######## bnn_layer_sequencer_flat ########
==> bnn_layer_sequencer_flat/cell_classes.png <==
Scale bar: 20 um.
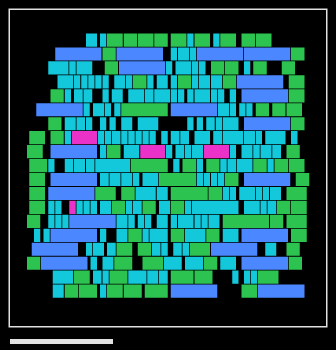

### src/rtl/bnn_layer_sequencer_if.sv
// Handshake/phase bus between the BNN layer sequencer and its loader, layers and consumer.
// The sequencer uses the master modport. The datapath and consumer side uses slave.
interface bnn_layer_sequencer_if #(
   parameter int CNT_W = 16
);
   logic             start;
   logic             abort;
   logic             load_done;
   logic             l1_done;
   logic             l2_done;
   logic             l3_done;
   logic             ack;
   logic [2:0]       state;
   logic             layer_rst_n;
   logic             busy;
   logic             result_valid;
   logic [CNT_W-1:0] cycles;
   logic             error;

   modport master (
      input  start, abort, load_done, l1_done, l2_done, l3_done, ack,
      output state, layer_rst_n, busy, result_valid, cycles, error
   );

   modport slave (
      output start, abort, load_done, l1_done, l2_done, l3_done, ack,
      input  state, layer_rst_n, busy, result_valid, cycles, error
   );
endinterface

### src/rtl/bnn_layer_sequencer.sv
// Inference phase controller for the BNN pipeline: loader -> layer_one..three -> result.
// Optional per-phase watchdog and error state are enabled by defining WATCHDOG_EN.
module bnn_layer_sequencer #(
   parameter int CNT_W = 16
`ifdef WATCHDOG_EN
   ,parameter int TIMEOUT_CYCLES = 1023
`endif
) (
   input logic                   clk,
   input logic                   rst,
   bnn_layer_sequencer_if.master bus
);

   typedef enum logic [2:0] {
      S_IDLE    = 3'b000,
      S_LOAD    = 3'b001,
      S_LAYER_1 = 3'b010,
      S_LAYER_2 = 3'b011,
      S_LAYER_3 = 3'b100,
      S_DONE    = 3'b101,
      S_ERROR   = 3'b110
   } state_t;

   localparam logic [CNT_W-1:0] CNT_ONE = {{(CNT_W-1){1'b0}}, 1'b1};
   localparam logic [CNT_W-1:0] CNT_MAX = {CNT_W{1'b1}};

   state_t           state_r;
   state_t           next_state_s;
   logic             in_run_s;
   logic             next_run_s;
   logic             next_armed_s;
   logic             timeout_s;
   logic [CNT_W-1:0] cycles_r;
   logic             layer_rst_n_r;
   logic             busy_r;
   logic             result_valid_r;
   logic             error_r;

   // Current-phase classification used by the counters
   always_comb begin
      in_run_s = 1'b0;
      case (state_r)
         S_LOAD, S_LAYER_1, S_LAYER_2, S_LAYER_3: in_run_s = 1'b1;
         default:                                 in_run_s = 1'b0;
      endcase
   end

`ifdef WATCHDOG_EN
   localparam int             PH_W     = $clog2(TIMEOUT_CYCLES + 1);
   localparam logic [PH_W-1:0] PH_ONE   = {{(PH_W-1){1'b0}}, 1'b1};
   localparam logic [PH_W-1:0] PH_ZERO  = {PH_W{1'b0}};
   localparam logic [PH_W-1:0] PH_LIMIT = PH_W'(TIMEOUT_CYCLES - 1);

   logic [PH_W-1:0] phase_cnt_r;

   // Phase watchdog counter, restarted whenever the state changes
   always_ff @(posedge clk or posedge rst) begin
      if (rst) begin
         phase_cnt_r <= PH_ZERO;
      end else if (next_state_s != state_r) begin
         phase_cnt_r <= PH_ZERO;
      end else if (in_run_s) begin
         phase_cnt_r <= phase_cnt_r + PH_ONE;
      end else begin
         phase_cnt_r <= PH_ZERO;
      end
   end

   // The edge that would make the count reach the limit is the timeout edge
   assign timeout_s = (phase_cnt_r == PH_LIMIT);
`else
   assign timeout_s = 1'b0;
`endif

   // Next-state logic; abort overrides everything and only the active phase's done counts
   always_comb begin
      next_state_s = state_r;
      if (bus.abort) begin
         next_state_s = S_IDLE;
      end else begin
         case (state_r)
            S_IDLE:    if (bus.start)     next_state_s = S_LOAD;
                       else               next_state_s = S_IDLE;
            S_LOAD:    if (bus.load_done) next_state_s = S_LAYER_1;
                       else if (timeout_s) next_state_s = S_ERROR;
                       else               next_state_s = S_LOAD;
            S_LAYER_1: if (bus.l1_done)   next_state_s = S_LAYER_2;
                       else if (timeout_s) next_state_s = S_ERROR;
                       else               next_state_s = S_LAYER_1;
            S_LAYER_2: if (bus.l2_done)   next_state_s = S_LAYER_3;
                       else if (timeout_s) next_state_s = S_ERROR;
                       else               next_state_s = S_LAYER_2;
            S_LAYER_3: if (bus.l3_done)   next_state_s = S_DONE;
                       else if (timeout_s) next_state_s = S_ERROR;
                       else               next_state_s = S_LAYER_3;
            S_DONE:    if (bus.ack)       next_state_s = S_IDLE;
                       else               next_state_s = S_DONE;
            S_ERROR:   if (bus.ack)       next_state_s = S_IDLE;
                       else               next_state_s = S_ERROR;
            default:                      next_state_s = S_IDLE;
         endcase
      end
   end

   // Output decode of the state being entered, so registered outputs track the state
   always_comb begin
      next_run_s   = 1'b0;
      next_armed_s = 1'b0;
      case (next_state_s)
         S_LOAD, S_LAYER_1, S_LAYER_2, S_LAYER_3: begin
            next_run_s   = 1'b1;
            next_armed_s = 1'b1;
         end
         S_DONE: begin
            next_run_s   = 1'b0;
            next_armed_s = 1'b1;
         end
         default: begin
            next_run_s   = 1'b0;
            next_armed_s = 1'b0;
         end
      endcase
   end

   // State and status output registers
   always_ff @(posedge clk or posedge rst) begin
      if (rst) begin
         state_r        <= S_IDLE;
         layer_rst_n_r  <= 1'b0;
         busy_r         <= 1'b0;
         result_valid_r <= 1'b0;
         error_r        <= 1'b0;
      end else begin
         state_r        <= next_state_s;
         layer_rst_n_r  <= next_armed_s;
         busy_r         <= next_run_s;
         result_valid_r <= (next_state_s == S_DONE);
         error_r        <= (next_state_s == S_ERROR);
      end
   end

   // Saturating run-length counter; cleared by an accepted start, frozen by abort
   always_ff @(posedge clk or posedge rst) begin
      if (rst) begin
         cycles_r <= {CNT_W{1'b0}};
      end else if (bus.abort) begin
         cycles_r <= cycles_r;
      end else if ((state_r == S_IDLE) && bus.start) begin
         cycles_r <= {CNT_W{1'b0}};
      end else if (in_run_s && (cycles_r != CNT_MAX)) begin
         cycles_r <= cycles_r + CNT_ONE;
      end else begin
         cycles_r <= cycles_r;
      end
   end

   assign bus.state        = state_r;
   assign bus.layer_rst_n  = layer_rst_n_r;
   assign bus.busy         = busy_r;
   assign bus.result_valid = result_valid_r;
   assign bus.cycles       = cycles_r;
   assign bus.error        = error_r;

endmodule

### src/flat_wrapper.sv
// flat-port wrapper written by rule: the top's interface ports become plain ports
module bnn_layer_sequencer_flat 
#(
   parameter int CNT_W = 16

)
  (clk, rst, bus_start, bus_abort, bus_load_done, bus_l1_done, bus_l2_done, bus_l3_done, bus_ack, bus_state, bus_layer_rst_n, bus_busy, bus_result_valid, bus_cycles, bus_error);
  bnn_layer_sequencer_if #(.CNT_W(CNT_W)) bus_i ();
  input logic clk;
  input logic rst;
  input wire logic [$bits(bus_i.start)-1:0] bus_start;
  input wire logic [$bits(bus_i.abort)-1:0] bus_abort;
  input wire logic [$bits(bus_i.load_done)-1:0] bus_load_done;
  input wire logic [$bits(bus_i.l1_done)-1:0] bus_l1_done;
  input wire logic [$bits(bus_i.l2_done)-1:0] bus_l2_done;
  input wire logic [$bits(bus_i.l3_done)-1:0] bus_l3_done;
  input wire logic [$bits(bus_i.ack)-1:0] bus_ack;
  output wire logic [$bits(bus_i.state)-1:0] bus_state;
  output wire logic [$bits(bus_i.layer_rst_n)-1:0] bus_layer_rst_n;
  output wire logic [$bits(bus_i.busy)-1:0] bus_busy;
  output wire logic [$bits(bus_i.result_valid)-1:0] bus_result_valid;
  output wire logic [$bits(bus_i.cycles)-1:0] bus_cycles;
  output wire logic [$bits(bus_i.error)-1:0] bus_error;
  assign bus_i.start = bus_start;
  assign bus_i.abort = bus_abort;
  assign bus_i.load_done = bus_load_done;
  assign bus_i.l1_done = bus_l1_done;
  assign bus_i.l2_done = bus_l2_done;
  assign bus_i.l3_done = bus_l3_done;
  assign bus_i.ack = bus_ack;
  assign bus_state = bus_i.state;
  assign bus_layer_rst_n = bus_i.layer_rst_n;
  assign bus_busy = bus_i.busy;
  assign bus_result_valid = bus_i.result_valid;
  assign bus_cycles = bus_i.cycles;
  assign bus_error = bus_i.error;
  bnn_layer_sequencer #(.CNT_W(CNT_W)) u_core (.clk(clk), .rst(rst), .bus(bus_i));
endmodule
### config.mk
export PLATFORM = sky130hd
export DESIGN_NAME = bnn_layer_sequencer_flat
export DESIGN_NICKNAME = d
export VERILOG_FILES = /design/src/rtl/bnn_layer_sequencer_if.sv /design/src/rtl/bnn_layer_sequencer.sv /design/src/flat_wrapper.sv
export SDC_FILE = /design/constraint.sdc
export NUM_CORES = 1
export LEC_CHECK = 0
export ABC_AREA = 1
export ABC_CLOCK_PERIOD_IN_PS = 1500
export CAP_MARGIN = 20
export CORE_MARGIN = 3
export CORE_UTILIZATION = 47
export CTS_BUF_LIST = sky130_fd_sc_hd__clkbuf_8
export CTS_CLUSTER_SIZE = 40
export DETAILED_ROUTE_END_ITERATION = 8
export PLACE_DENSITY = 0.85
export SYNTH_ARGS = -nofsm -noshare
export SYNTH_HDL_FRONTEND = slang
export SYNTH_SLANG_ARGS = --single-unit
### constraint.sdc
create_clock -name clk -period 1.5 [get_ports clk]
set_input_delay 0.45 -clock clk [delete_from_list [all_inputs] [get_ports clk]]
set_output_delay 0.45 -clock clk [all_outputs]
set_load 0.005 [all_outputs]
######## rep_pixel_stream ########
$ cat src/rtl/rep_pixel_pkg.sv
// Shared types and helpers for the nearest-neighbour pixel upscaler.
package rep_pixel_pkg;

  typedef enum logic [1:0] {IDLE, LOAD, EMIT, DONE} state_t;

  // Out-of-range factors fall back to plain pass-through.
  function automatic int unsigned fator_coerce(input int unsigned f, input int unsigned fmax);
    return ((f == 0) || (f > fmax)) ? 1 : f;
  endfunction

endpackage

$ cat src/rtl/rep_linha_buf.sv
// One-row line buffer: simple dual-port RAM, synchronous write, 1-cycle registered read.
module rep_linha_buf #(
  parameter int LARGURA = 160,
  parameter int DATA_W  = 8,
  parameter int AW      = (LARGURA > 1) ? $clog2(LARGURA) : 1
) (
  input  logic              clk,
  input  logic              we,
  input  logic [AW-1:0]     waddr,
  input  logic [DATA_W-1:0] wdata,
  input  logic              re,
  input  logic [AW-1:0]     raddr,
  output logic [DATA_W-1:0] rdata
);

  logic [DATA_W-1:0] mem [LARGURA];

  always_ff @(posedge clk) begin
    if (we) mem[waddr] <= wdata;
    if (re) rdata <= mem[raddr];
  end

endmodule

$ cat src/rtl/rep_pixel_stream.sv
// Streaming nearest-neighbour upscaler: buffers one row, emits it F times with each pixel repeated F times.
// Optional frame counter output `quadros` is enabled with REP_PIXEL_CONT_EN.
module rep_pixel_stream
  import rep_pixel_pkg::*;
#(
  parameter int LARGURA   = 160,
  parameter int ALTURA    = 120,
  parameter int DATA_W    = 8,
  parameter int FATOR_MAX = 4,
  parameter int FW        = $clog2(FATOR_MAX + 1)
) (
  input  logic              clk,
  input  logic              rst_n,
  input  logic              start,
  input  logic [FW-1:0]     fator,
  input  logic              in_valid,
  output logic              in_ready,
  input  logic [DATA_W-1:0] in_data,
  output logic              out_valid,
  input  logic              out_ready,
  output logic [DATA_W-1:0] out_data,
  output logic              out_sof,
  output logic              out_eol,
  output logic              busy,
`ifdef REP_PIXEL_CONT_EN
  output logic [15:0]       quadros,
`endif
  output logic              frame_done
);

  localparam int CW = (LARGURA > 1) ? $clog2(LARGURA) : 1;
  localparam int RW = (ALTURA > 1) ? $clog2(ALTURA) : 1;
  localparam int SW = (FATOR_MAX > 1) ? $clog2(FATOR_MAX) : 1;

  state_t            state_q, state_d;
  logic [SW-1:0]     fm1_q, fm1_d;
  logic [CW-1:0]     col_q, col_d;
  logic [SW-1:0]     sub_q, sub_d;
  logic [SW-1:0]     rep_q, rep_d;
  logic [RW-1:0]     row_q, row_d;
  logic              issued_q, issued_d;
  logic              in_ready_q, in_ready_d;
  logic              frame_done_q, frame_done_d;
  logic              vld_p0_q, vld_p0_d;
  logic              sof_p0_q, sof_p0_d;
  logic              eol_p0_q, eol_p0_d;
  logic              last_p0_q, last_p0_d;
  logic              vld_p1_q, vld_p1_d;
  logic              sof_p1_q, sof_p1_d;
  logic              eol_p1_q, eol_p1_d;
  logic              last_p1_q, last_p1_d;
  logic [DATA_W-1:0] data_p1_q, data_p1_d;

  logic              ram_we, ram_re;
  logic [DATA_W-1:0] ram_rdata;
  logic              out_adv, issue;
  logic              last_col, last_sub, last_rep;

  rep_linha_buf #(.LARGURA(LARGURA), .DATA_W(DATA_W), .AW(CW)) u_buf (
    .clk   (clk),
    .we    (ram_we),
    .waddr (col_q),
    .wdata (in_data),
    .re    (ram_re),
    .raddr (col_q),
    .rdata (ram_rdata)
  );

  assign out_adv  = !vld_p1_q || out_ready;
  assign last_col = (col_q == CW'(LARGURA - 1));
  assign last_sub = (sub_q == fm1_q);
  assign last_rep = (rep_q == fm1_q);

  always_comb begin
    state_d      = state_q;
    fm1_d        = fm1_q;
    col_d        = col_q;
    sub_d        = sub_q;
    rep_d        = rep_q;
    row_d        = row_q;
    issued_d     = issued_q;
    in_ready_d   = in_ready_q;
    frame_done_d = 1'b0;
    vld_p0_d     = vld_p0_q;
    sof_p0_d     = sof_p0_q;
    eol_p0_d     = eol_p0_q;
    last_p0_d    = last_p0_q;
    vld_p1_d     = vld_p1_q;
    sof_p1_d     = sof_p1_q;
    eol_p1_d     = eol_p1_q;
    last_p1_d    = last_p1_q;
    data_p1_d    = data_p1_q;
    ram_we       = 1'b0;
    ram_re       = 1'b0;
    issue        = 1'b0;

    case (state_q)
      IDLE: begin
        if (start) begin
          fm1_d      = SW'(fator_coerce(32'(fator), 32'(FATOR_MAX)) - 1);
          col_d      = '0;
          sub_d      = '0;
          rep_d      = '0;
          row_d      = '0;
          issued_d   = 1'b0;
          in_ready_d = 1'b1;
          state_d    = LOAD;
        end
      end
      LOAD: begin
        if (in_valid && in_ready_q) begin
          ram_we = 1'b1;
          if (last_col) begin
            col_d      = '0;
            sub_d      = '0;
            rep_d      = '0;
            issued_d   = 1'b0;
            in_ready_d = 1'b0;
            state_d    = EMIT;
          end else begin
            col_d = col_q + CW'(1);
          end
        end
      end
      EMIT: begin
        // p0 -> p1: RAM read result moves into the output register
        if (out_adv) begin
          vld_p1_d  = vld_p0_q;
          sof_p1_d  = vld_p0_q && sof_p0_q;
          eol_p1_d  = vld_p0_q && eol_p0_q;
          last_p1_d = vld_p0_q && last_p0_q;
          if (vld_p0_q) data_p1_d = ram_rdata;
          vld_p0_d  = 1'b0;
        end
        // issue -> p0: a read may refill p0 whenever p0 is empty or draining
        issue = !issued_q && (!vld_p0_q || out_adv);
        if (issue) begin
          ram_re    = 1'b1;
          vld_p0_d  = 1'b1;
          sof_p0_d  = (row_q == '0) && (rep_q == '0) && (col_q == '0) && (sub_q == '0);
          eol_p0_d  = last_col && last_sub;
          last_p0_d = last_col && last_sub && last_rep;
          if (last_sub) begin
            sub_d = '0;
            if (last_col) begin
              col_d = '0;
              if (last_rep) begin
                rep_d    = '0;
                issued_d = 1'b1;
              end else begin
                rep_d = rep_q + SW'(1);
              end
            end else begin
              col_d = col_q + CW'(1);
            end
          end else begin
            sub_d = sub_q + SW'(1);
          end
        end
        if (vld_p1_q && out_ready && last_p1_q) begin
          if (row_q == RW'(ALTURA - 1)) begin
            frame_done_d = 1'b1;
            state_d      = DONE;
          end else begin
            row_d      = row_q + RW'(1);
            in_ready_d = 1'b1;
            state_d    = LOAD;
          end
        end
      end
      DONE: begin
        state_d = IDLE;
      end
      default: state_d = IDLE;
    endcase
  end

  always_ff @(posedge clk or negedge rst_n) begin
    if (!rst_n) begin
      state_q      <= IDLE;
      fm1_q        <= '0;
      col_q        <= '0;
      sub_q        <= '0;
      rep_q        <= '0;
      row_q        <= '0;
      issued_q     <= 1'b0;
      in_ready_q   <= 1'b0;
      frame_done_q <= 1'b0;
      vld_p0_q     <= 1'b0;
      sof_p0_q     <= 1'b0;
      eol_p0_q     <= 1'b0;
      last_p0_q    <= 1'b0;
      vld_p1_q     <= 1'b0;
      sof_p1_q     <= 1'b0;
      eol_p1_q     <= 1'b0;
      last_p1_q    <= 1'b0;
      data_p1_q    <= '0;
    end else begin
      state_q      <= state_d;
      fm1_q        <= fm1_d;
      col_q        <= col_d;
      sub_q        <= sub_d;
      rep_q        <= rep_d;
      row_q        <= row_d;
      issued_q     <= issued_d;
      in_ready_q   <= in_ready_d;
      frame_done_q <= frame_done_d;
      vld_p0_q     <= vld_p0_d;
      sof_p0_q     <= sof_p0_d;
      eol_p0_q     <= eol_p0_d;
      last_p0_q    <= last_p0_d;
      vld_p1_q     <= vld_p1_d;
      sof_p1_q     <= sof_p1_d;
      eol_p1_q     <= eol_p1_d;
      last_p1_q    <= last_p1_d;
      data_p1_q    <= data_p1_d;
    end
  end

`ifdef REP_PIXEL_CONT_EN
  logic [15:0] quadros_q, quadros_d;

  always_comb begin
    quadros_d = quadros_q + 16'(frame_done_q);
  end

  always_ff @(posedge clk or negedge rst_n) begin
    if (!rst_n) quadros_q <= '0;
    else        quadros_q <= quadros_d;
  end

  assign quadros = quadros_q;
`endif

  assign in_ready   = in_ready_q;
  assign out_valid  = vld_p1_q;
  assign out_data   = data_p1_q;
  assign out_sof    = sof_p1_q;
  assign out_eol    = eol_p1_q;
  assign frame_done = frame_done_q;
  assign busy       = (state_q != IDLE);

endmodule

$ cat config.mk
export PLATFORM = sky130hd
export DESIGN_NAME = rep_pixel_stream
export DESIGN_NICKNAME = d
export VERILOG_FILES = /design/src/rtl/rep_pixel_pkg.sv /design/src/rtl/rep_linha_buf.sv /design/src/rtl/rep_pixel_stream.sv
export SDC_FILE = /design/constraint.sdc
export NUM_CORES = 1
export LEC_CHECK = 0
export CORE_MARGIN = 4
export CORE_UTILIZATION = 42
export CTS_CLUSTER_SIZE = 16
export DETAILED_ROUTE_END_ITERATION = 10
export PLACE_DENSITY_LB_ADDON = 0.05
export SLEW_MARGIN = 10
export SYNTH_ARGS = -nofsm -noshare
export SYNTH_HDL_FRONTEND = slang
export SYNTH_SLANG_ARGS = --single-unit
$ cat constraint.sdc
create_clock -name clk -period 3 [get_ports clk]
set_input_delay 0.6 -clock clk [delete_from_list [all_inputs] [get_ports clk]]
set_output_delay 0.6 -clock clk [all_outputs]
set_load 0.1 [all_outputs]
######## crash_detector ########
[src/rtl/crash_detector_pkg.sv]
// -----------------------------------------------------------------------------
// crash_detector_pkg
// Shared constants and state encoding for the crash detector and the enemy,
// bullet and player blocks that consume its crash signals.
//   CRASH_*            : default layer count, lives, invincibility and widths
//   crash_state_e      : player damage state (PLAY / HIT / OVER)
// -----------------------------------------------------------------------------
package crash_detector_pkg;

   localparam int CRASH_ENEMY_LAYERS  = 3;
   localparam int CRASH_LIVES         = 3;
   localparam int CRASH_LIVES_BIT_LEN = 2;
   localparam int CRASH_INV_FRAMES    = 120;
   localparam int CRASH_INV_BIT_LEN   = 7;
   localparam int CRASH_HITS_BIT_LEN  = 12;

   typedef enum logic [1:0] {
      CRASH_STATE_PLAY = 2'b00,
      CRASH_STATE_HIT  = 2'b01,
      CRASH_STATE_OVER = 2'b10
   } crash_state_e;

endpackage

[src/rtl/crash_detector_frame_edge_det.sv]
// -----------------------------------------------------------------------------
// frame_edge_det
// Registers v_sync and emits a one-cycle frame-boundary pulse on its rising
// edge. The delay register runs every cycle; callers decide whether to act.
//   clk_vga : pixel clock
//   rst     : asynchronous, active-high reset
//   v_sync  : vertical sync in the clk_vga domain
//   fb      : frame boundary pulse (combinational, v_sync & ~v_sync delayed)
// -----------------------------------------------------------------------------
module frame_edge_det (
   input  logic clk_vga,
   input  logic rst,
   input  logic v_sync,
   output logic fb
);

   logic v_sync_d_r;

   // One-cycle delayed copy of v_sync for rising-edge detection.
   always_ff @(posedge clk_vga or posedge rst) begin
      if (rst) begin
         v_sync_d_r <= 1'b0;
      end else begin
         v_sync_d_r <= v_sync;
      end
   end

   assign fb = v_sync & ~v_sync_d_r;

endmodule

[src/rtl/crash_detector.sv]
// -----------------------------------------------------------------------------
// crash_detector
// Per-pixel collision detection between enemy layers, the bullet layer and
// the player layer, plus frame-level player damage bookkeeping.
//   clk_vga              : pixel clock
//   rst                  : asynchronous, active-high reset
//   en_i                 : game running; low freezes all state
//   v_sync_i             : vertical sync (frame boundary on rising edge)
//   enemy_alpha_i        : per-layer enemy alpha of the current pixel
//   bullet_alpha_i       : bullet alpha of the current pixel
//   me_alpha_i           : player alpha of the current pixel
//   crash_enemy_bullet_o : enemy/bullet overlap, same cycle as inputs
//   crash_me_enemy_o     : enemy/player overlap, same cycle as inputs
//   me_hit_o             : one-cycle pulse after a frame boundary costing a life
//   invincible_o         : player currently invincible
//   lives_o              : remaining lives
//   game_over_o          : sticky game over
//   frame_hits_o         : enemy/bullet overlap pixels of the last full frame
// -----------------------------------------------------------------------------
module crash_detector
   import crash_detector_pkg::*;
#(
   parameter int ENEMY_LAYERS  = CRASH_ENEMY_LAYERS,
   parameter int LIVES         = CRASH_LIVES,
   parameter int LIVES_BIT_LEN = CRASH_LIVES_BIT_LEN,
   parameter int INV_FRAMES    = CRASH_INV_FRAMES,
   parameter int INV_BIT_LEN   = CRASH_INV_BIT_LEN,
   parameter int HITS_BIT_LEN  = CRASH_HITS_BIT_LEN
) (
   input  logic                     clk_vga,
   input  logic                     rst,
   input  logic                     en_i,
   input  logic                     v_sync_i,
   input  logic [ENEMY_LAYERS-1:0]  enemy_alpha_i,
   input  logic                     bullet_alpha_i,
   input  logic                     me_alpha_i,
   output logic [ENEMY_LAYERS-1:0]  crash_enemy_bullet_o,
   output logic [ENEMY_LAYERS-1:0]  crash_me_enemy_o,
   output logic                     me_hit_o,
   output logic                     invincible_o,
   output logic [LIVES_BIT_LEN-1:0] lives_o,
   output logic                     game_over_o,
   output logic [HITS_BIT_LEN-1:0]  frame_hits_o
);

   localparam logic [LIVES_BIT_LEN-1:0] LIVES_INIT = LIVES_BIT_LEN'(LIVES);
   localparam logic [LIVES_BIT_LEN-1:0] LIVES_ONE  = {{(LIVES_BIT_LEN-1){1'b0}}, 1'b1};
   localparam logic [LIVES_BIT_LEN-1:0] LIVES_ZERO = {LIVES_BIT_LEN{1'b0}};
   localparam logic [INV_BIT_LEN-1:0]   INV_INIT   = INV_BIT_LEN'(INV_FRAMES);
   localparam logic [INV_BIT_LEN-1:0]   INV_ONE    = {{(INV_BIT_LEN-1){1'b0}}, 1'b1};
   localparam logic [INV_BIT_LEN-1:0]   INV_ZERO   = {INV_BIT_LEN{1'b0}};
   localparam logic [HITS_BIT_LEN-1:0]  HITS_ONE   = {{(HITS_BIT_LEN-1){1'b0}}, 1'b1};
   localparam logic [HITS_BIT_LEN-1:0]  HITS_ZERO  = {HITS_BIT_LEN{1'b0}};
   localparam logic [HITS_BIT_LEN-1:0]  HITS_MAX   = {HITS_BIT_LEN{1'b1}};

   crash_state_e            state_r,      state_s;
   logic [LIVES_BIT_LEN-1:0] lives_r,      lives_s;
   logic [INV_BIT_LEN-1:0]   inv_cnt_r,    inv_cnt_s;
   logic                     me_hit_r,     me_hit_s;
   logic                     me_flag_r,    me_flag_s;
   logic [HITS_BIT_LEN-1:0]  hit_cnt_r,    hit_cnt_s;
   logic [HITS_BIT_LEN-1:0]  frame_hits_r, frame_hits_s;

   logic                     fb_s;
   logic                     game_over_s;
   logic                     invincible_s;
   logic [ENEMY_LAYERS-1:0]  crash_eb_s;
   logic [ENEMY_LAYERS-1:0]  crash_me_s;
   logic                     any_eb_s;
   logic                     any_me_s;

   frame_edge_det u_frame_edge_det (
      .clk_vga (clk_vga),
      .rst     (rst),
      .v_sync  (v_sync_i),
      .fb      (fb_s)
   );

   assign game_over_s  = (state_r == CRASH_STATE_OVER);
   assign invincible_s = (state_r == CRASH_STATE_HIT);

   // Zero-latency overlap masks; player overlap is ignored while invincible.
   always_comb begin
      crash_eb_s = {ENEMY_LAYERS{1'b0}};
      crash_me_s = {ENEMY_LAYERS{1'b0}};
      if (en_i && !game_over_s) begin
         crash_eb_s = enemy_alpha_i & {ENEMY_LAYERS{bullet_alpha_i}};
         if (!invincible_s) begin
            crash_me_s = enemy_alpha_i & {ENEMY_LAYERS{me_alpha_i}};
         end else begin
            crash_me_s = {ENEMY_LAYERS{1'b0}};
         end
      end else begin
         crash_eb_s = {ENEMY_LAYERS{1'b0}};
         crash_me_s = {ENEMY_LAYERS{1'b0}};
      end
   end

   assign any_eb_s = |crash_eb_s;
   assign any_me_s = |crash_me_s;

   // Per-frame accumulation: player-touch flag and saturating hit-pixel count.
   // A crash in the boundary cycle itself belongs to the new frame.
   always_comb begin
      me_flag_s    = me_flag_r;
      hit_cnt_s    = hit_cnt_r;
      frame_hits_s = frame_hits_r;
      if (en_i) begin
         if (fb_s) begin
            me_flag_s    = 1'b0;
            frame_hits_s = hit_cnt_r;
            hit_cnt_s    = any_eb_s ? HITS_ONE : HITS_ZERO;
         end else begin
            if (any_me_s) begin
               me_flag_s = 1'b1;
            end else begin
               me_flag_s = me_flag_r;
            end
            if (any_eb_s && (hit_cnt_r != HITS_MAX)) begin
               hit_cnt_s = hit_cnt_r + HITS_ONE;
            end else begin
               hit_cnt_s = hit_cnt_r;
            end
         end
      end else begin
         me_flag_s    = me_flag_r;
         hit_cnt_s    = hit_cnt_r;
         frame_hits_s = frame_hits_r;
      end
   end

   // Damage state machine; it only advances on an enabled frame boundary.
   always_comb begin
      state_s   = state_r;
      lives_s   = lives_r;
      inv_cnt_s = inv_cnt_r;
      me_hit_s  = 1'b0;
      if (en_i && fb_s) begin
         case (state_r)
            CRASH_STATE_PLAY: begin
               if (me_flag_r) begin
                  me_hit_s = 1'b1;
                  if (lives_r > LIVES_ONE) begin
                     state_s   = CRASH_STATE_HIT;
                     lives_s   = lives_r - LIVES_ONE;
                     inv_cnt_s = INV_INIT;
                  end else begin
                     // Last life (or none left): never wrap below zero.
                     state_s   = CRASH_STATE_OVER;
                     lives_s   = LIVES_ZERO;
                     inv_cnt_s = INV_ZERO;
                  end
               end else begin
                  state_s = CRASH_STATE_PLAY;
               end
            end
            CRASH_STATE_HIT: begin
               if (inv_cnt_r <= INV_ONE) begin
                  state_s   = CRASH_STATE_PLAY;
                  inv_cnt_s = INV_ZERO;
               end else begin
                  inv_cnt_s = inv_cnt_r - INV_ONE;
               end
            end
            CRASH_STATE_OVER: begin
               state_s = CRASH_STATE_OVER;
               lives_s = LIVES_ZERO;
            end
            default: begin
               // Unreachable encoding: fail safe into game over.
               state_s   = CRASH_STATE_OVER;
               lives_s   = LIVES_ZERO;
               inv_cnt_s = INV_ZERO;
            end
         endcase
      end else begin
         state_s = state_r;
      end
   end

   // State, counters and registered outputs.
   always_ff @(posedge clk_vga or posedge rst) begin
      if (rst) begin
         state_r      <= CRASH_STATE_PLAY;
         lives_r      <= LIVES_INIT;
         inv_cnt_r    <= INV_ZERO;
         me_hit_r     <= 1'b0;
         me_flag_r    <= 1'b0;
         hit_cnt_r    <= HITS_ZERO;
         frame_hits_r <= HITS_ZERO;
      end else begin
         state_r      <= state_s;
         lives_r      <= lives_s;
         inv_cnt_r    <= inv_cnt_s;
         me_hit_r     <= me_hit_s;
         me_flag_r    <= me_flag_s;
         hit_cnt_r    <= hit_cnt_s;
         frame_hits_r <= frame_hits_s;
      end
   end

   assign crash_enemy_bullet_o = crash_eb_s;
   assign crash_me_enemy_o     = crash_me_s;
   assign me_hit_o             = me_hit_r;
   assign invincible_o         = invincible_s;
   assign lives_o              = lives_r;
   assign game_over_o          = game_over_s;
   assign frame_hits_o         = frame_hits_r;

endmodule

[config.mk]
export PLATFORM = sky130hd
export DESIGN_NAME = crash_detector
export DESIGN_NICKNAME = d
export VERILOG_FILES = /design/src/rtl/crash_detector_pkg.sv /design/src/rtl/crash_detector_frame_edge_det.sv /design/src/rtl/crash_detector.sv
export SDC_FILE = /design/constraint.sdc
export NUM_CORES = 1
export LEC_CHECK = 0
export CELL_PAD_IN_SITES_DETAIL_PLACEMENT = 1
export CELL_PAD_IN_SITES_GLOBAL_PLACEMENT = 1
export CORE_UTILIZATION = 40
export DETAILED_ROUTE_END_ITERATION = 8
export PLACE_DENSITY_LB_ADDON = 0.1
export SYNTH_ARGS = -nofsm -noshare
export SYNTH_HDL_FRONTEND = slang
export SYNTH_SLANG_ARGS = --single-unit
[constraint.sdc]
create_clock -name clk_vga -period 2.05 [get_ports clk_vga]
set_input_delay 0.205 -clock clk_vga [delete_from_list [all_inputs] [get_ports clk_vga]]
set_output_delay 0.205 -clock clk_vga [all_outputs]
set_load 0.005 [all_outputs]

==> layout pictures side by side <==
Selected gate families.
image #1
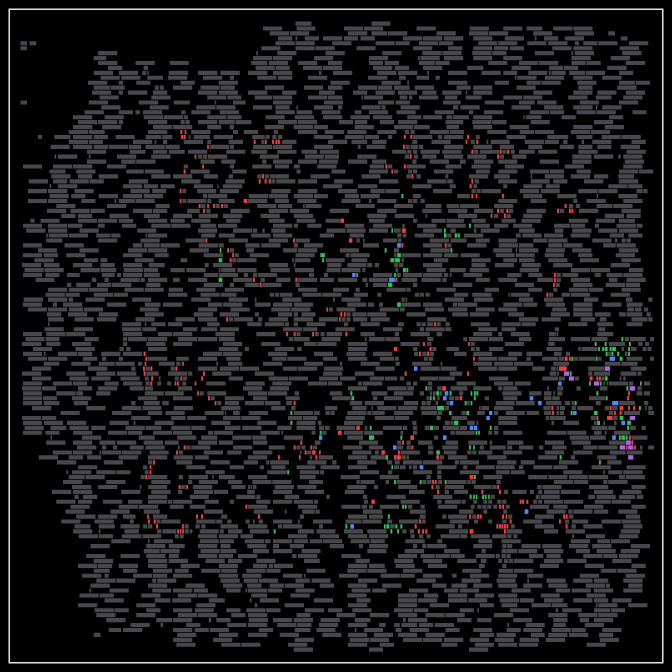
image #2
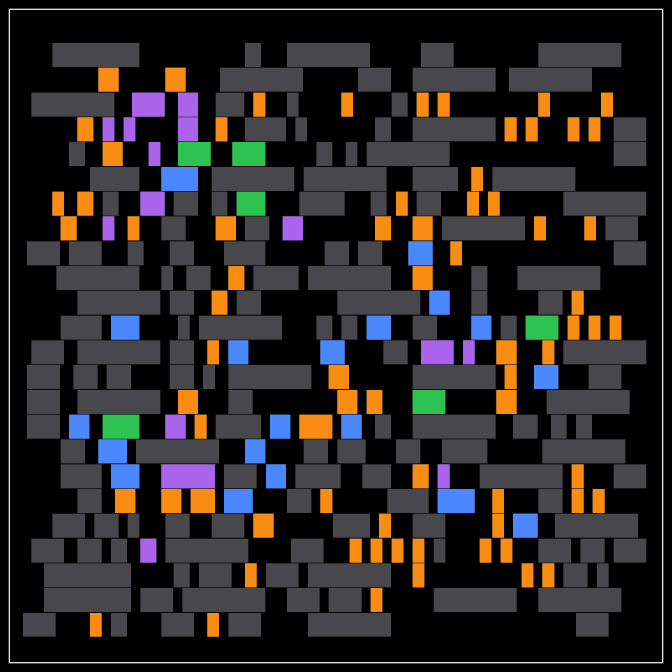
image #3
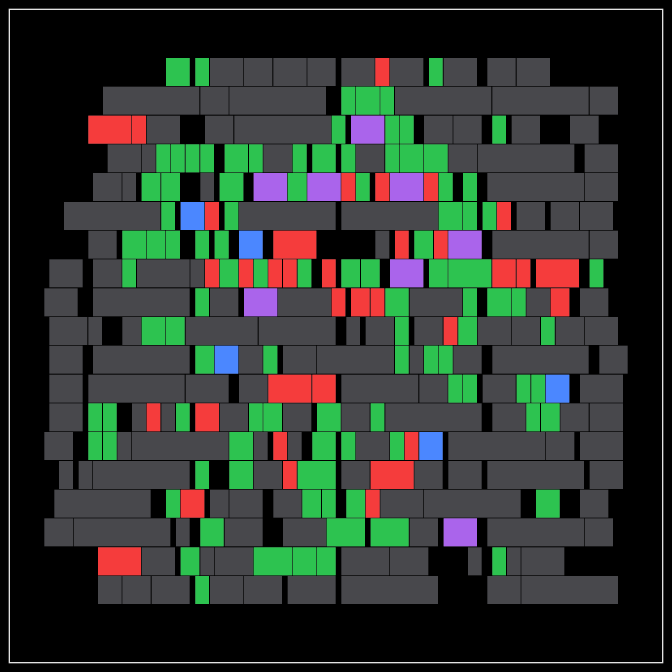
Image #2 comes from crash_detector.
Image #3 comes from bnn_layer_sequencer_flat.
Image #1 comes from rep_pixel_stream.

Key to image #2:
family	colour	cells	most used
NOR gates	purple	15	nor2_1
AND and OR gates	blue	19	or4_1
NAND gates	orange	72	nand2_1
AND-OR and OR-AND gates	green	6	o21ba_2

==> crash_detector/final_congestion.png <==
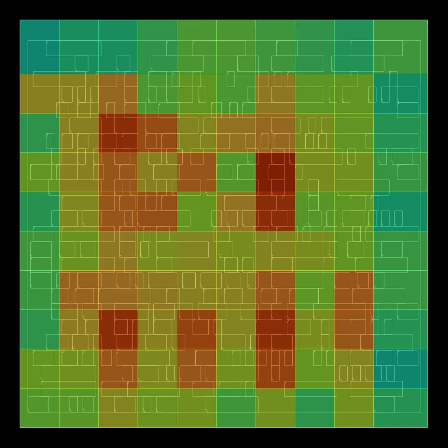
Final Core Density: 0.564
met3 Track Usage GR: 0.0478
grt peak-use layer: met2
grt met2 use: 0.396

==> results.ini, crash_detector <==
[status]
status=finished, final reports clean

[sta]
max_slew_margin=0.529
final-hold-violation-count=0
setup_ws_ps=26.4
whs_ps=241
layout_min_cycle_time_ps=2020

[floorplan]
tap_cells=52

[power_and_ir_drop]
vdd_drop_max_uv=242
p_sw_frac=0.229

[cells_and_area]
seq-cell-share=0.376
sh_comb_area=0.374
synthToLayoutAreaGrowth_pct=31.1
seqCellArea_sq_um=953
drive_gt1_frac=0.160
final_nets=268
nonClkBufAreaFrac=0.177
fin_area_sq_mm=0.00254
largest_class=registers

[cts]
clk_pin_slew_worst_paths_ps=80
cts_sinks=38
clockBufferDepth=2

[logic_synthesis]
synth-simple-area-share=0.283
yosys_area_sq_mm=0.00194
ys_cells=206
ys.flops=38
synth.most_common_cell=nand2_1

[detailed_routing]
routed_wl_um=5320
highest_layer=met4

[setup_path]
r2r_slack_ps=260
endpoint_kind=output pin
critPathMaxStageDelay_ps=490
r2r_cells=4

[global_route]
grt_max_degree=25

[flow_run]
maxCapViolCount=0

==> crash_detector: power by group through the flow <==
stage	sequential (mW)	combinational [mW]	clock (mW)
after floorplan	0.765	0.0271	0
after detailed placement	0.765	0.0649	0
after CTS	0.750	0.0650	0.559
final	0.751	0.0646	0.544
after global routing	0.751	0.0721	0.583
after global placement	0.765	0.0626	0
==> crash_detector: cells in the final DEF, fill, tap and decap left out, types with 3 or more instances in the layout <==
cell type,count
nand2b_1,7
ha_1,3
buf_4,18
nand4_1,7
a21oi_1,9
clkdlybuf4s50_1,29
nand3_1,8
and3_1,4
or3_1,3
clkbuf_8,6
inv_1,8
nor2_1,6
o31ai_1,6
or4_1,5
nand2_1,48
dfrtp_1,36
and2_4,3
o21ai_0,9
==> crash_detector: state kept, by name (all words and copies together), names as in the netlist <==
signal                       cells
frame_hits_o                    12
hit_cnt_r                       12
inv_cnt_r                        7
lives_o                          2
me_flag_r                        1
me_hit_o                         1
state_r                          2
u_frame_edge_det.v_sync_d_r      1
==> crash_detector: timing repair <==
action	4_1_cts	5_1_grt
pin swaps	1	0
gates cloned	0	0
hold buffers	0	0
setup endpoints to repair	3	3
setup buffers	2	3
gates resized	1	6
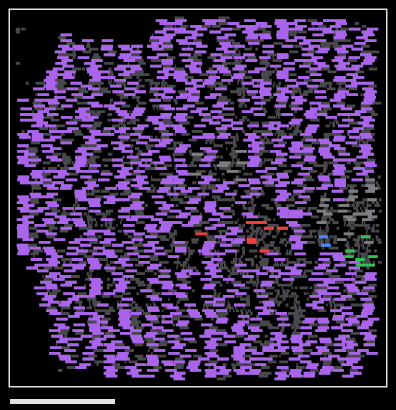
(rep_pixel_stream/registers.png)
Scale bar: 100 um. Other sequential cells in the stronger grey, the rest of the logic in the fainter grey.
signal	colour	placed flops
state_q	blue	2
col_q	red	8
u_buf.mem	purple	1280
row_q	green	7

==> results.ini, rep_pixel_stream <==
[flow_run]
maxCapViolCount=0
tool_warnings=37

[sta]
final-hold-violation-count=0
fmax_mhz=333
setup_viol=1
setup_ws_ps=-1.06
finalClockPeriodUsage=1.00

[logic_synthesis]
synthXorXnorAreaFrac=0.00169
netlist_area_sq_mm=0.0520
ys_types=57
ff_type=edfxtp_1

[floorplan]
tap_cells=1625
die_area_sq_mm=0.129
io_pins=30
fp-row-count=128

[setup_path]
crit_end=u_buf.rdata[7]
endpoint_kind=flip-flop
r2r_slack_ps=-1
critical_path_depth=8
crit_start=col_q[0]
reg2reg_from=col_q[0]
slowest_stage=mux4_2

[detailed_routing]
drt_first_pass_iters=5
routed_wl_um=141000
drc=0
final_antenna_net_count=0
avgRoutedWirePerCell_um=30.6

[cells_and_area]
seqCellArea_sq_mm=0.0397
diodes=3
area_share_clock_buf_inv=0.0734
final_nets=2878
largest_register_ffs=1280
final_util=0.508
logic_gates=905
inverters=26

[power_and_ir_drop]
pwr-share-comb=0.010
p_switching_mw=7.50
power_leader=registers
p_leak_nw=21.0
p_comb_uw=388

[status]
status=finished, violations left
violations=setup timing

[cts]
cts_tree=yes
clk_pin_slew_worst_paths_ps=60

[placement]
place_inst=4289
pre_cts_slack_ps=-74.5
hpwl_um=90300

[global_route]
grt_pass1_vias=26600
grt_overflow=0
track_usage=0.216

[worst_hold_path]
hp-class=in -> reg

## rep_pixel_stream: metal layers
metal	routed length [um]	share of wire	track usage	vias up
met5	41	0.00029	0	-
met4	3480	0.025	0.0601	6
met3	8360	0.059	0.0376	202
met2	66100	0.47	0.334	828
met1	62800	0.45	0.320	14100
li1	-	-	-	10900
## rep_pixel_stream: Yosys cell counts (all sizes together), types with 4 or more instances
cell type	n	area [sq um]
nor2	187	702
mux2i	30	300
a32oi	5	43.8
o21ai	15	75.1
mux2	18	203
buf	67	388
xor2	5	43.8
ha	13	163
dfrtp	42	1050
nand4	6	37.5
nor2b	14	87.6
edfxtp	1288	38700
clkbuf	64	240
a22oi	15	113
o22ai	5	31.3
and3	6	37.5
nand2	86	323
a21oi	15	75.1
a31oi	11	68.8
a211oi	4	30.0
o31ai	7	52.6
a22o	7	61.3
or3	4	25.0
nand2b	4	25.0
a211o	4	35.0
mux4	377	8490
nand3	13	65.1
and2	9	56.3
nor3	5	25.0
inv	26	97.6
xnor2	5	43.8
## rep_pixel_stream: timing repair
action                                  CTS  global route
hold buffers                              1             0
gates resized                             7            29
endpoints found under the hold margin    27             0
gates cloned                              1             4
buffers inserted                          1            33
endpoints found under the setup margin    5             9
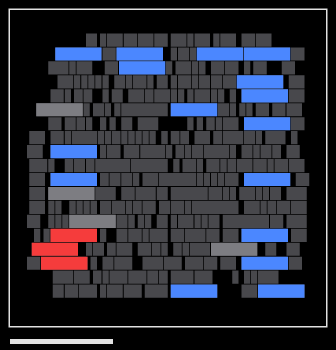
(bnn_layer_sequencer_flat/registers.png)
Scale bar: 20 um. Other sequential cells in the stronger grey, the rest of the logic in the fainter grey.
signal	colour	placed flops
u_core.bus.cycles	blue	16
u_core.bus.state	red	3
not coloured	4

About bnn_layer_sequencer_flat/cell_classes.png:
class	colour	cells	share of their area
other buffers and delay cells	green	84	33%
flip-flops	blue	23	24%
clock drivers and dummy loads	magenta	4	1.9%
all other logic	cyan	181	41%
Seq/total area: 0.238
fin area: 0.00241 sq mm
FP Rows: 19

==> results.ini, bnn_layer_sequencer_flat <==
[cells_and_area]
largest_register_ffs=16
area_share_clock_buf_inv=0.0187
sh_comb_area=0.369
lay_top_count=nand2_1
n_all_buffers=84
ff_count=23

[cts]
clk_pin_slew_worst_paths_ps=80

[setup_path]
slowest_stage=dfrtp_1
critical_path_depth=11
critPathTopFamily=simple AND/OR/NAND/NOR gates
crit_type=reg -> reg

[logic_synthesis]
async_flop_share=1.00
synth-edff-count=0

[status]
violations=setup timing
status=finished, violations left

[sta]
setup_viol=16
finalClockPeriodUsage=1.12
whs_ps=525
setup_ws_ps=-179

[detailed_routing]
vias_per_cell=5.35

[floorplan]
initCoreUtil=0.510

[placement]
pre_cts_slack_ps=-206

[flow_run]
maxCapViolCount=0

## bnn_layer_sequencer_flat: layer usage
layer  up-vias  part of all wire  track usage
met5         -                 0            0
met3        15             0.049       0.0650
met2        62              0.49        0.375
li1        818                 -            -
met1       834              0.44        0.284
met4         0             0.026       0.0818
## bnn_layer_sequencer_flat: repair_timing
action | CTS | global route
pin swaps | 1 | 18
setup buffers | 18 | 6
resized | 28 | 43
endpoints found under the setup margin | 28 | 22
cloned | 0 | 2
## bnn_layer_sequencer_flat: metrics by stage
step / utilization / setup TNS, ps
floorplan: - / 0
global placement: 0.707 / -3350
detailed placement: 0.707 / -3860
CTS: 0.767 / -115
global route: 0.846 / -3260
finish: 0.846 / -2500
## bnn_layer_sequencer_flat: power groups by stage
stage | registers, mW | logic, mW | clock network (mW)
detailed placement | 0.712 | 0.517 | 0
global route | 0.708 | 0.808 | 0.418
finish | 0.702 | 0.749 | 0.380
CTS | 0.690 | 0.562 | 0.379
global placement | 0.710 | 0.508 | 0
floorplan | 0.734 | 0.227 | 0


## Gallery

Routed clock nets over the placement.
shot_01.png
Scale bar: 100 um.
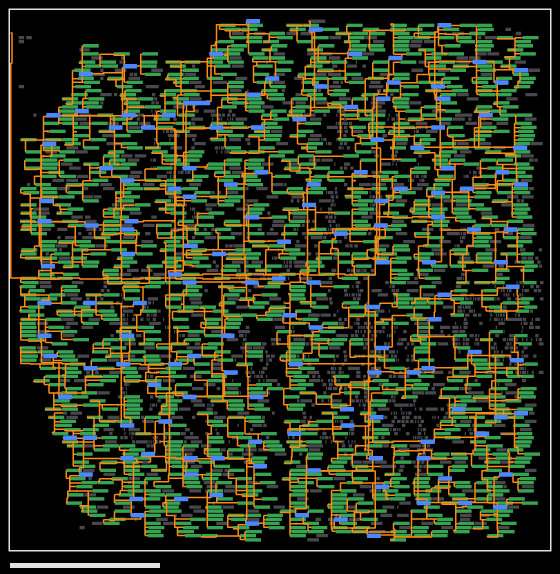
shot_02.png
Scale bar: 20 um.
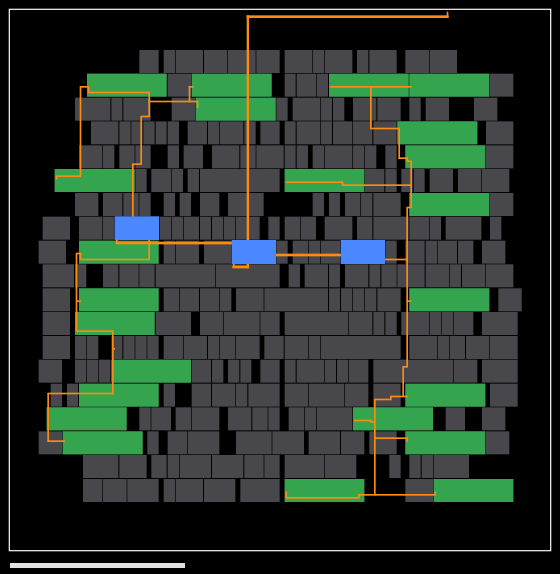
shot_03.png
Scale bar: 20 um.
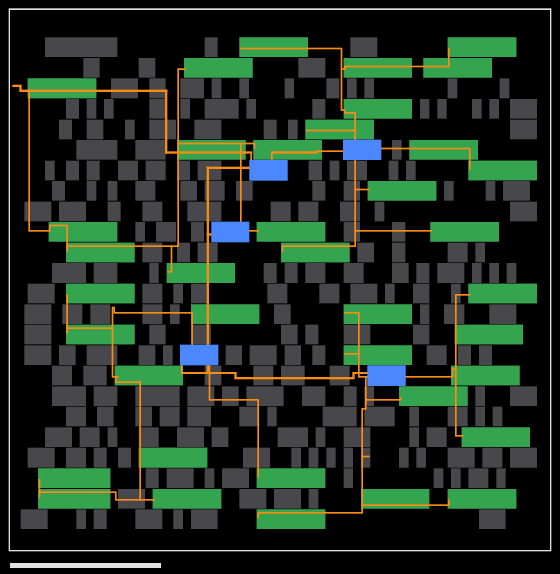
rep_pixel_stream is shot_01.png.
crash_detector is shot_03.png.
bnn_layer_sequencer_flat is shot_02.png.

Key to shot_02.png:
[cells driving clock nets] blue | count: 3
[clock wires] orange | length: 292 um
[flip-flops] green | count: 23
flops lie	widely spread
routed clock nets	4

No activity file was given, so power comes from the tool's default toggle rates.
